# ---- sa_request_generator ----
### Placed cells, one colour a class, sa_request_generator

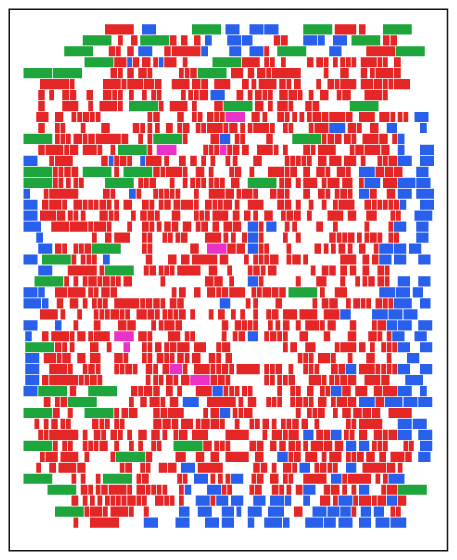

`config.mk`:
```
export PLATFORM = sky130hd
export DESIGN_NAME = sa_request_generator
export DESIGN_NICKNAME = d
export VERILOG_FILES = /design/src/rtl/sa_request_generator.sv
export SDC_FILE = /design/constraint.sdc
export NUM_CORES = 1
export LEC_CHECK = 0
export ABC_AREA = 1
export CAP_MARGIN = 20
export CORE_ASPECT_RATIO = 1.25
export CORE_MARGIN = 3
export CORE_UTILIZATION = 50
export CTS_BUF_LIST = sky130_fd_sc_hd__clkbuf_8
export CTS_CLUSTER_SIZE = 40
export DETAILED_ROUTE_END_ITERATION = 10
export GPL_ROUTABILITY_DRIVEN = 1
export GPL_TIMING_DRIVEN = 0
export HOLD_SLACK_MARGIN = 0.05
export PLACE_DENSITY = 0.75
export SLEW_MARGIN = 0
export SYNTH_ARGS = -nofsm -noshare
export SYNTH_HDL_FRONTEND = slang
export SYNTH_SLANG_ARGS = --single-unit
```
`constraint.sdc`:
```
create_clock -name clk -period 6.25 [get_ports clk]
set_clock_uncertainty 0.1 [all_clocks]
set_input_delay 1.875 -clock clk [delete_from_list [all_inputs] [get_ports clk]]
set_output_delay 1.875 -clock clk [all_outputs]
set_load 0.02 [all_outputs]
```
`src/rtl/sa_request_generator.sv`:
```
// rtl/sa_request_generator.sv - switch-allocation request stage: per-input round-robin VC select,
// one-hot output-port request, grant-driven buffer reads and downstream credit tracking.
module sa_request_generator #(
  parameter int AGENTS_NUM    = 5,
  parameter int RESOURCES_NUM = 5,
  parameter int VC_NUM        = 2,
  parameter int BUFFER_SIZE   = 8,
  localparam int PW = (RESOURCES_NUM > 1) ? $clog2(RESOURCES_NUM) : 1,
  localparam int VW = (VC_NUM > 1) ? $clog2(VC_NUM) : 1,
  localparam int CW = $clog2(BUFFER_SIZE + 1)
) (
  input  logic                                          clk,
  input  logic                                          rst,
  input  logic [AGENTS_NUM-1:0][VC_NUM-1:0]             vc_valid_i,
  input  logic [AGENTS_NUM-1:0][VC_NUM-1:0][PW-1:0]     vc_out_port_i,
  input  logic [AGENTS_NUM-1:0][VC_NUM-1:0][VW-1:0]     vc_down_vc_i,
  input  logic [RESOURCES_NUM-1:0][VC_NUM-1:0]          credit_i,
  input  logic [AGENTS_NUM-1:0][RESOURCES_NUM-1:0]      grants_i,
  output logic [AGENTS_NUM-1:0][RESOURCES_NUM-1:0]      requests_o,
  output logic [AGENTS_NUM-1:0][VW-1:0]                 vc_sel_o,
  output logic [AGENTS_NUM-1:0][VC_NUM-1:0]             flit_read_o,
  output logic                                          credit_overflow_o
);

  logic [RESOURCES_NUM-1:0][VC_NUM-1:0][CW-1:0] r_credits;
  logic [AGENTS_NUM-1:0][VW-1:0]                r_rr_ptr;
  logic                                         r_overflow;

  logic [AGENTS_NUM-1:0][VC_NUM-1:0]            w_elig;
  logic [AGENTS_NUM-1:0][VW-1:0]                w_sel;
  logic [AGENTS_NUM-1:0]                        w_any;
  logic [AGENTS_NUM-1:0]                        w_hit;
  logic [AGENTS_NUM-1:0][PW-1:0]                w_sel_port;
  logic [AGENTS_NUM-1:0][VW-1:0]                w_sel_dvc;
  logic [RESOURCES_NUM-1:0][VC_NUM-1:0]         w_dec;
  logic                                         w_ovf_set;
  logic [VW:0]                                  w_idx;

  // Out-of-range port or downstream-VC codes are treated as never eligible.
  always_comb begin
    w_elig = '0;
    for (int a = 0; a < AGENTS_NUM; a++) begin
      for (int v = 0; v < VC_NUM; v++) begin
        w_elig[a][v] = vc_valid_i[a][v]
                    && ({1'b0, vc_out_port_i[a][v]} < (PW+1)'(RESOURCES_NUM))
                    && ({1'b0, vc_down_vc_i[a][v]} < (VW+1)'(VC_NUM))
                    && (r_credits[vc_out_port_i[a][v]][vc_down_vc_i[a][v]] != '0);
      end
    end
  end

  always_comb begin
    w_sel       = r_rr_ptr;
    w_any       = '0;
    w_hit       = '0;
    w_sel_port  = '0;
    w_sel_dvc   = '0;
    w_idx       = '0;
    requests_o  = '0;
    vc_sel_o    = '0;
    flit_read_o = '0;
    for (int a = 0; a < AGENTS_NUM; a++) begin
      // Scan from the farthest offset down so the nearest eligible VC to rr_ptr wins.
      for (int k = VC_NUM - 1; k >= 0; k--) begin
        w_idx = {1'b0, r_rr_ptr[a]} + (VW+1)'(k);
        if (w_idx >= (VW+1)'(VC_NUM)) w_idx = w_idx - (VW+1)'(VC_NUM);
        if (w_elig[a][w_idx[VW-1:0]]) begin
          w_any[a] = 1'b1;
          w_sel[a] = w_idx[VW-1:0];
        end
      end
      w_sel_port[a] = vc_out_port_i[a][w_sel[a]];
      w_sel_dvc[a]  = vc_down_vc_i[a][w_sel[a]];
      if (w_any[a] && !rst) requests_o[a][w_sel_port[a]] = 1'b1;
      w_hit[a] = |(requests_o[a] & grants_i[a]);
      if (w_hit[a]) flit_read_o[a][w_sel[a]] = 1'b1;
      vc_sel_o[a] = rst ? '0 : w_sel[a];
    end
  end

  always_comb begin
    w_dec     = '0;
    w_ovf_set = 1'b0;
    for (int a = 0; a < AGENTS_NUM; a++) begin
      if (w_hit[a]) w_dec[w_sel_port[a]][w_sel_dvc[a]] = 1'b1;
    end
    for (int r = 0; r < RESOURCES_NUM; r++) begin
      for (int v = 0; v < VC_NUM; v++) begin
        if (credit_i[r][v] && !w_dec[r][v] && (r_credits[r][v] == CW'(BUFFER_SIZE)))
          w_ovf_set = 1'b1;
      end
    end
  end

  always_ff @(posedge clk) begin
    if (rst) begin
      for (int r = 0; r < RESOURCES_NUM; r++) begin
        for (int v = 0; v < VC_NUM; v++) r_credits[r][v] <= CW'(BUFFER_SIZE);
      end
      r_rr_ptr   <= '0;
      r_overflow <= 1'b0;
    end else begin
      for (int r = 0; r < RESOURCES_NUM; r++) begin
        for (int v = 0; v < VC_NUM; v++) begin
          if (w_dec[r][v] && !credit_i[r][v])
            r_credits[r][v] <= r_credits[r][v] - CW'(1);
          else if (credit_i[r][v] && !w_dec[r][v] && (r_credits[r][v] != CW'(BUFFER_SIZE)))
            r_credits[r][v] <= r_credits[r][v] + CW'(1);
        end
      end
      for (int a = 0; a < AGENTS_NUM; a++) begin
        if (w_hit[a])
          r_rr_ptr[a] <= (w_sel[a] == VW'(VC_NUM - 1)) ? '0 : w_sel[a] + VW'(1);
      end
      if (w_ovf_set) r_overflow <= 1'b1;
    end
  end

  assign credit_overflow_o = r_overflow;

endmodule

```
# ---- bank_pop_reader ----
===== src/rtl/bank_pop_reader.sv =====
// Snapshots a DEPTH x WIDTH register bank plus a word count, then drains the captured
// words in ascending index order over a valid/ready handshake.
module bank_pop_reader #(
  parameter int unsigned WIDTH = 32,
  parameter int unsigned DEPTH = 32,
  localparam int unsigned CW   = $clog2(DEPTH + 1)
) (
  input  logic                          clk_i,
  input  logic                          rst_i,
  input  logic                          load_i,
  input  logic [DEPTH-1:0][WIDTH-1:0]   bank_i,
  input  logic [CW-1:0]                 count_i,
  input  logic                          flush_i,
  input  logic                          pop_i,
  output logic [WIDTH-1:0]              data_o,
  output logic                          valid_o,
  output logic                          busy_o,
  output logic                          done_o,
  output logic [CW-1:0]                 remaining_o
);

  localparam int unsigned IW = (DEPTH > 1) ? $clog2(DEPTH) : 1;

  typedef enum logic [1:0] {StIdle, StSend, StDone} state_e;

  state_e                      state_q, state_d;
  logic [DEPTH-1:0][WIDTH-1:0] snap_q;
  logic [IW-1:0]               idx_q;
  logic [CW-1:0]               rem_q;
  logic [CW-1:0]               eff;

  // Requests beyond the bank size saturate to the whole bank.
  assign eff = (count_i > CW'(DEPTH)) ? CW'(DEPTH) : count_i;

  always_ff @(posedge clk_i or negedge rst_i) begin
    if (!rst_i) begin
      state_q <= StIdle;
    end else begin
      state_q <= state_d;
    end
  end

  always_comb begin
    state_d = state_q;
    if (flush_i) begin
      state_d = StIdle;
    end else begin
      unique case (state_q)
        StIdle: if (load_i) state_d = (eff == '0) ? StDone : StSend;
        StSend: if (pop_i && rem_q == CW'(1)) state_d = StDone;
        StDone: state_d = StIdle;
        default: state_d = StIdle;
      endcase
    end
  end

  always_ff @(posedge clk_i or negedge rst_i) begin
    if (!rst_i) begin
      snap_q <= '0;
      idx_q  <= '0;
      rem_q  <= '0;
    end else if (flush_i) begin
      idx_q <= '0;
      rem_q <= '0;
    end else begin
      unique case (state_q)
        StIdle: begin
          if (load_i) begin
            snap_q <= bank_i;
            idx_q  <= '0;
            rem_q  <= eff;
          end
        end
        StSend: begin
          if (pop_i) begin
            rem_q <= rem_q - CW'(1);
            // Index stops at the last slot; the final pop only ends the burst.
            if (rem_q > CW'(1) && idx_q != IW'(DEPTH - 1)) idx_q <= idx_q + IW'(1);
          end
        end
        default: ;
      endcase
    end
  end

  always_comb begin
    valid_o     = (state_q == StSend);
    busy_o      = (state_q == StSend) || (state_q == StDone);
    done_o      = (state_q == StDone);
    remaining_o = rem_q;
    data_o      = valid_o ? snap_q[idx_q] : '0;
  end

endmodule


===== config.mk =====
export PLATFORM = sky130hd
export DESIGN_NAME = bank_pop_reader
export DESIGN_NICKNAME = d
export VERILOG_FILES = /design/src/rtl/bank_pop_reader.sv
export SDC_FILE = /design/constraint.sdc
export NUM_CORES = 2
export LEC_CHECK = 0
export CAP_MARGIN = 20
export CORE_AREA = 5 5 419 421
export CTS_BUF_LIST = sky130_fd_sc_hd__clkbuf_4
export DETAILED_ROUTE_END_ITERATION = 8
export DIE_AREA = 0 0 424 426
export GPL_TIMING_DRIVEN = 0
export PLACE_DENSITY = 0.49
export SLEW_MARGIN = 20
export SYNTH_ARGS = -nofsm -noshare
export SYNTH_HDL_FRONTEND = slang
export SYNTH_SLANG_ARGS = --single-unit
export TNS_END_PERCENT = 5

===== constraint.sdc =====
create_clock -name clk_i -period 6.2 [get_ports clk_i]
set_input_delay 0.93 -clock clk_i [delete_from_list [all_inputs] [get_ports clk_i]]
set_output_delay 0.93 -clock clk_i [all_outputs]
set_load 0.05 [all_outputs]

# ---- iir_mac_accumulator ----
## src/rtl/iir_mac_accumulator.sv

```systemverilog
// Sums NUM_TERMS signed Q4.26 products per frame, then rounds, rescales to Q2.13 and saturates.
// The 16-bit result is offered on a valid/ready handshake.
module iir_mac_accumulator #(
  parameter int unsigned NUM_TERMS  = 5,
  parameter int unsigned ACC_W      = 40,
  parameter int unsigned FRAC_SHIFT = 13
) (
  input  logic               clk,
  input  logic               rst_n,
  input  logic               start,
  input  logic signed [31:0] p,
  input  logic               p_valid,
  output logic        [15:0] y,
  output logic               y_valid,
  input  logic               y_ready,
  output logic               busy,
  output logic               sat,
  output logic               drop_err
);

  localparam int unsigned CntW = $clog2(NUM_TERMS + 1);
  localparam logic [CntW-1:0] LastCnt = CntW'(NUM_TERMS - 1);
  localparam logic signed [ACC_W-1:0] RoundK = ACC_W'(1) << (FRAC_SHIFT - 1);
  localparam logic signed [ACC_W-1:0] YMax = ACC_W'(32'sd32767);
  localparam logic signed [ACC_W-1:0] YMin = ACC_W'(-32'sd32768);

  typedef enum logic [1:0] {StIdle, StAcc, StRound, StHold} state_e;

  state_e                   state_q, state_d;
  logic signed [ACC_W-1:0]  acc_q, acc_d;
  logic [CntW-1:0]          cnt_q, cnt_d;
  logic [15:0]              y_q, y_d;
  logic                     y_valid_q, y_valid_d;
  logic                     sat_q, sat_d;
  logic                     drop_q, drop_d;
  logic                     start_frame;
  logic signed [ACC_W-1:0]  p_ext;
  logic signed [ACC_W-1:0]  rounded;
  logic signed [ACC_W-1:0]  scaled;

  assign p_ext   = ACC_W'(p);
  assign rounded = acc_q + RoundK;
  // Arithmetic shift after +half gives round-half-up (ties toward +inf).
  assign scaled  = rounded >>> FRAC_SHIFT;

  always_comb begin
    state_d     = state_q;
    acc_d       = acc_q;
    cnt_d       = cnt_q;
    y_d         = y_q;
    y_valid_d   = y_valid_q;
    sat_d       = sat_q;
    drop_d      = drop_q;
    start_frame = 1'b0;

    unique case (state_q)
      StIdle: begin
        if (start) begin
          start_frame = 1'b1;
        end else if (p_valid) begin
          drop_d = 1'b1;
        end
      end
      StAcc: begin
        if (p_valid) begin
          acc_d = acc_q + p_ext;
          cnt_d = cnt_q + CntW'(1);
          if (cnt_q == LastCnt) state_d = StRound;
        end
      end
      StRound: begin
        if (scaled > YMax) begin
          y_d   = 16'h7fff;
          sat_d = 1'b1;
        end else if (scaled < YMin) begin
          y_d   = 16'h8000;
          sat_d = 1'b1;
        end else begin
          y_d   = scaled[15:0];
          sat_d = 1'b0;
        end
        y_valid_d = 1'b1;
        state_d   = StHold;
        if (p_valid) drop_d = 1'b1;
      end
      StHold: begin
        if (y_ready && start) begin
          y_valid_d   = 1'b0;
          start_frame = 1'b1;
        end else begin
          if (y_ready) begin
            y_valid_d = 1'b0;
            state_d   = StIdle;
          end
          if (p_valid) drop_d = 1'b1;
        end
      end
      default: state_d = StIdle;
    endcase

    // Honoured start: a same-cycle product becomes term 0 of the new frame.
    if (start_frame) begin
      drop_d  = 1'b0;
      state_d = StAcc;
      acc_d   = '0;
      cnt_d   = '0;
      if (p_valid) begin
        acc_d = p_ext;
        cnt_d = CntW'(1);
        if (NUM_TERMS == 1) state_d = StRound;
      end
    end
  end

  always_ff @(posedge clk or negedge rst_n) begin
    if (!rst_n) begin
      state_q   <= StIdle;
      acc_q     <= '0;
      cnt_q     <= '0;
      y_q       <= '0;
      y_valid_q <= 1'b0;
      sat_q     <= 1'b0;
      drop_q    <= 1'b0;
    end else begin
      state_q   <= state_d;
      acc_q     <= acc_d;
      cnt_q     <= cnt_d;
      y_q       <= y_d;
      y_valid_q <= y_valid_d;
      sat_q     <= sat_d;
      drop_q    <= drop_d;
    end
  end

  assign y        = y_q;
  assign y_valid  = y_valid_q;
  assign sat      = sat_q;
  assign drop_err = drop_q;
  assign busy     = (state_q != StIdle);

endmodule

```

## config.mk

```make
export PLATFORM = sky130hd
export DESIGN_NAME = iir_mac_accumulator
export DESIGN_NICKNAME = d
export VERILOG_FILES = /design/src/rtl/iir_mac_accumulator.sv
export SDC_FILE = /design/constraint.sdc
export NUM_CORES = 1
export LEC_CHECK = 0
export ABC_AREA = 1
export CAP_MARGIN = 20
export CORE_ASPECT_RATIO = 1.1
export CORE_MARGIN = 2
export CORE_UTILIZATION = 55
export DETAILED_ROUTE_END_ITERATION = 6
export GPL_ROUTABILITY_DRIVEN = 1
export HOLD_SLACK_MARGIN = 0.03
export PLACE_DENSITY_LB_ADDON = 0.05
export SLEW_MARGIN = 20
export SYNTH_ARGS = -nofsm -noshare
export SYNTH_HDL_FRONTEND = slang
export SYNTH_SLANG_ARGS = --single-unit
```

## constraint.sdc

```tcl
create_clock -name clk -period 5.7 [get_ports clk]
set_input_delay 1.425 -clock clk [delete_from_list [all_inputs] [get_ports clk]]
set_output_delay 1.425 -clock clk [all_outputs]
set_load 0.005 [all_outputs]
```

### Clock wiring as the flow saved it, sa_request_generator

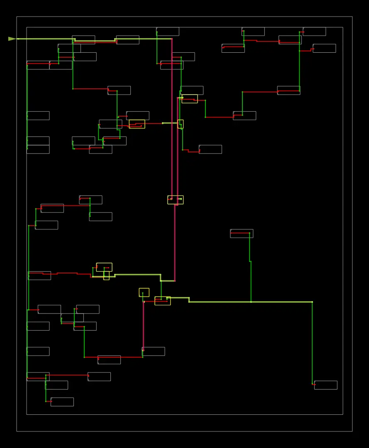
seq_cells: 46
clk pwr: 0.206 mW
final-layout clock buffer total: 5
Latency at later pin: 0.33 ns
Clock Sinks: 46

Notes on 'Placed cells, one colour a class' of sa_request_generator above:
legend:
  red:
    class: all other logic
    cells: 1059
    share_of_their_area: 70%
  magenta:
    class: clock drivers and dummy loads
    cells: 8
    share_of_their_area: 1.1%
  blue:
    class: other buffers and delay cells
    cells: 167
    share_of_their_area: 18%
  green:
    class: flip-flops
    cells: 46
    share_of_their_area: 11%

==> reports/qor.csv, sa_request_generator <==
stage;metric;value;unit
setup_path;crit path from;vc_out_port_i[0];
global_route;M1 GR Usage;37.9;%
yosys;Logic family by area;simple AND/OR/NAND/NOR gates;
setup_path;R2R depth;30;
placed_design;worst slack, placed;-0.778;ns
sta;final worst slack;0.0809;ns
layout;Antenna diodes;0;
global_route;vias in the first global route;7024;
sta;worst slew pin tran;0.779;ns
clocking;CTS Root Cell;clkbuf_8;
detailed_routing;Vias/cell;5.38;
yosys;count of cell types in the netlist;49;
setup_path;Worst Path Arrival;4.19;ns
power_and_ir_drop;NetSw;1.05;mW
setup_path;Worst path max stage delay;0.23;ns
setup_path;Reg2Reg Setup Slack;1.97;ns
power_and_ir_drop;switching part of the total;52.9;%
placed_design;Port Buffers;123;
clocking;H-tree depth;2;
die;FP Core Util;51.3;%
status;status;finished clean;
yosys;top cells by count;nand2_1 (274), inv_1 (145), nor2_1 (143);
detailed_routing;drt first-iter violations;519;
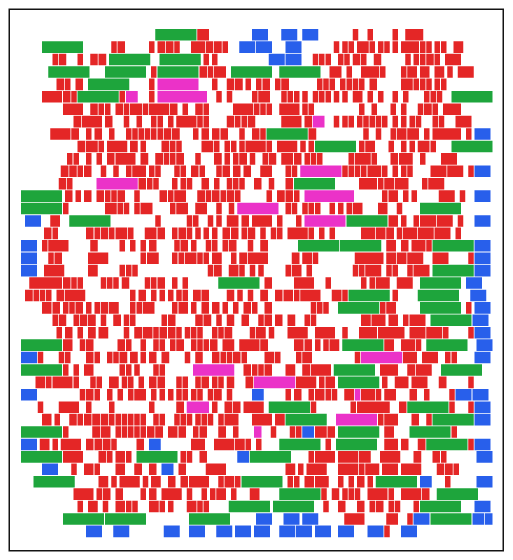
*Placed cells, one colour a class, iir_mac_accumulator*
legend:
  magenta:
    class: clock drivers and dummy loads
    cells: 16
    share_of_their_area: 4.4%
  green:
    class: flip-flops
    cells: 64
    share_of_their_area: 22%
  blue:
    class: other buffers and delay cells
    cells: 63
    share_of_their_area: 8.3%
  red:
    class: all other logic
    cells: 929
    share_of_their_area: 66%

==> reports/qor.csv, iir_mac_accumulator <==
stage;metric;value;unit
sta;Hold WS;0.491;ns
layout;mi-comb count;846;
sta;Hold Violations, Final;0;
setup_path;WP data required;5.95;ns
layout;most frequent cells in the layout;nand2_1 (316), nor2_1 (128), a21oi_1 (81);
yosys;and+or+nand+nor area frac;43.6;%
clocking;CTS Root Cell;clkbuf_16;
power_and_ir_drop;logic gate share of total power;65.2;%
power_and_ir_drop;P per Cell Area;598;nW/um^2
status;status;finished clean;
layout;final-layout clock buffer total;11;
layout;largest class;combinational gates;
power_and_ir_drop;internal power;2.20;mW
setup_path;worst path bufs/invs;1;
placed_design;worst slack, placed;1.81;ns
die;Tap Count;150;
setup_path;R2R depth;9;
setup_path;Worst Path Arrival;3.90;ns
power_and_ir_drop;Static Leakage;3.55;nW
layout;MI comb area;4510;sq um
layout;Seq/total area;21.2;%
yosys;Avg Cell Area, Syn;6.45;sq um
layout;fill cell count;1092;
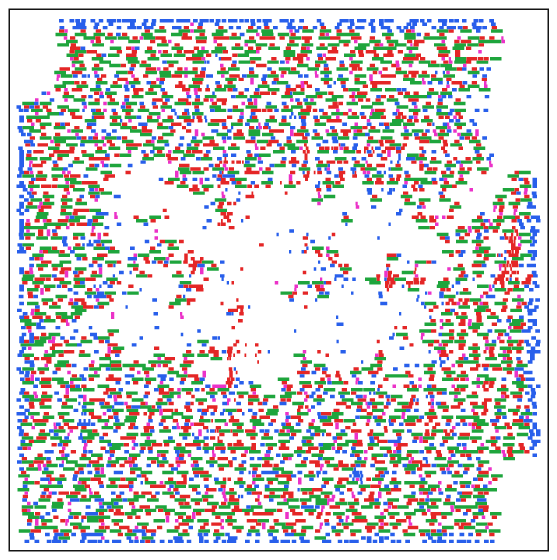
*Placed cells, one colour a class, bank_pop_reader*
legend:
  green:
    class: flip-flops
    cells: 1037
    share_of_their_area: 42%
  blue:
    class: other buffers and delay cells
    cells: 1308
    share_of_their_area: 20%
  red:
    class: all other logic
    cells: 1700
    share_of_their_area: 32%
  magenta:
    class: clock drivers and dummy loads
    cells: 520
    share_of_their_area: 6.0%

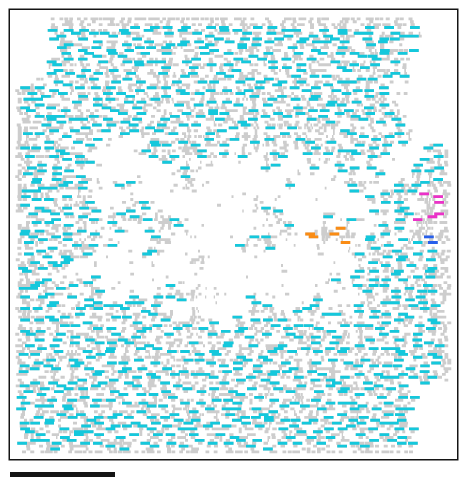
*Sequential cells coloured by netlist name, bank_pop_reader*
Bar = 100 microns.
legend:
  cyan:
    netlist_name: snap_q
    flops: 1024
    where: spread over the die
  blue:
    netlist_name: state_q
    flops: 2
  orange:
    netlist_name: idx_q
    flops: 5
    where: middle right
  magenta:
    netlist_name: remaining_o
    flops: 6
    where: middle right

==> reports/qor.csv, bank_pop_reader <==
stage;metric;value;unit
status;status;finished clean;
yosys;Synthesized Nets;3999;
yosys;Synth Cell Area;47000;sq um
sta;Tmin final;6.04;ns
clocking;H-tree depth;5;
detailed_routing;wire per inst;36.7;microns
sta;worst slew pin tran;1.05;ns
power_and_ir_drop;total power;31.4;mW
detailed_routing;Routed WL;253000;microns
worst_hold_path;class of the tightest hold or removal check;in -> reg;
layout;final core utilization;38.0;%
layout;nets;5420;
die;Die ar.;181000;sq um
placed_design;worst slack, placed;0.119;ns
layout;FF+latch area;25900;sq um


==> layout pictures side by side <==
Routed clock nets over the placement.
image #1
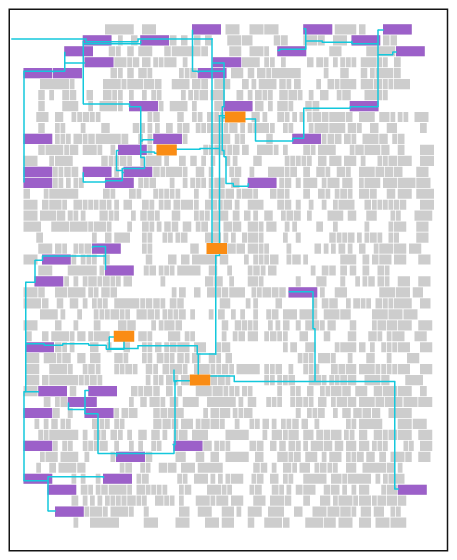
image #2
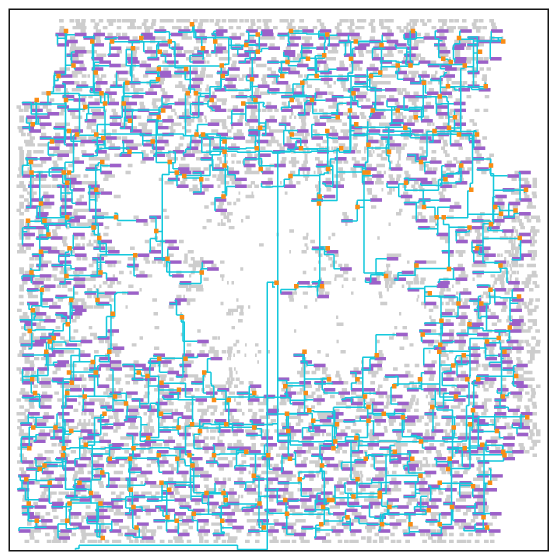
image #3
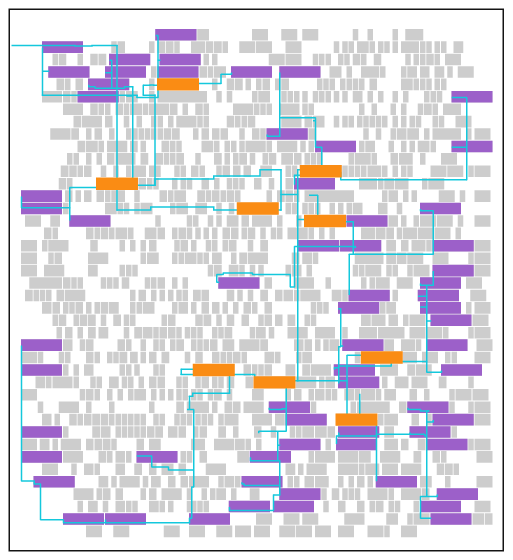
- image #1 = sa_request_generator
- image #3 = iir_mac_accumulator
- image #2 = bank_pop_reader

No activity file was given, so power comes from the tool's default toggle rates.
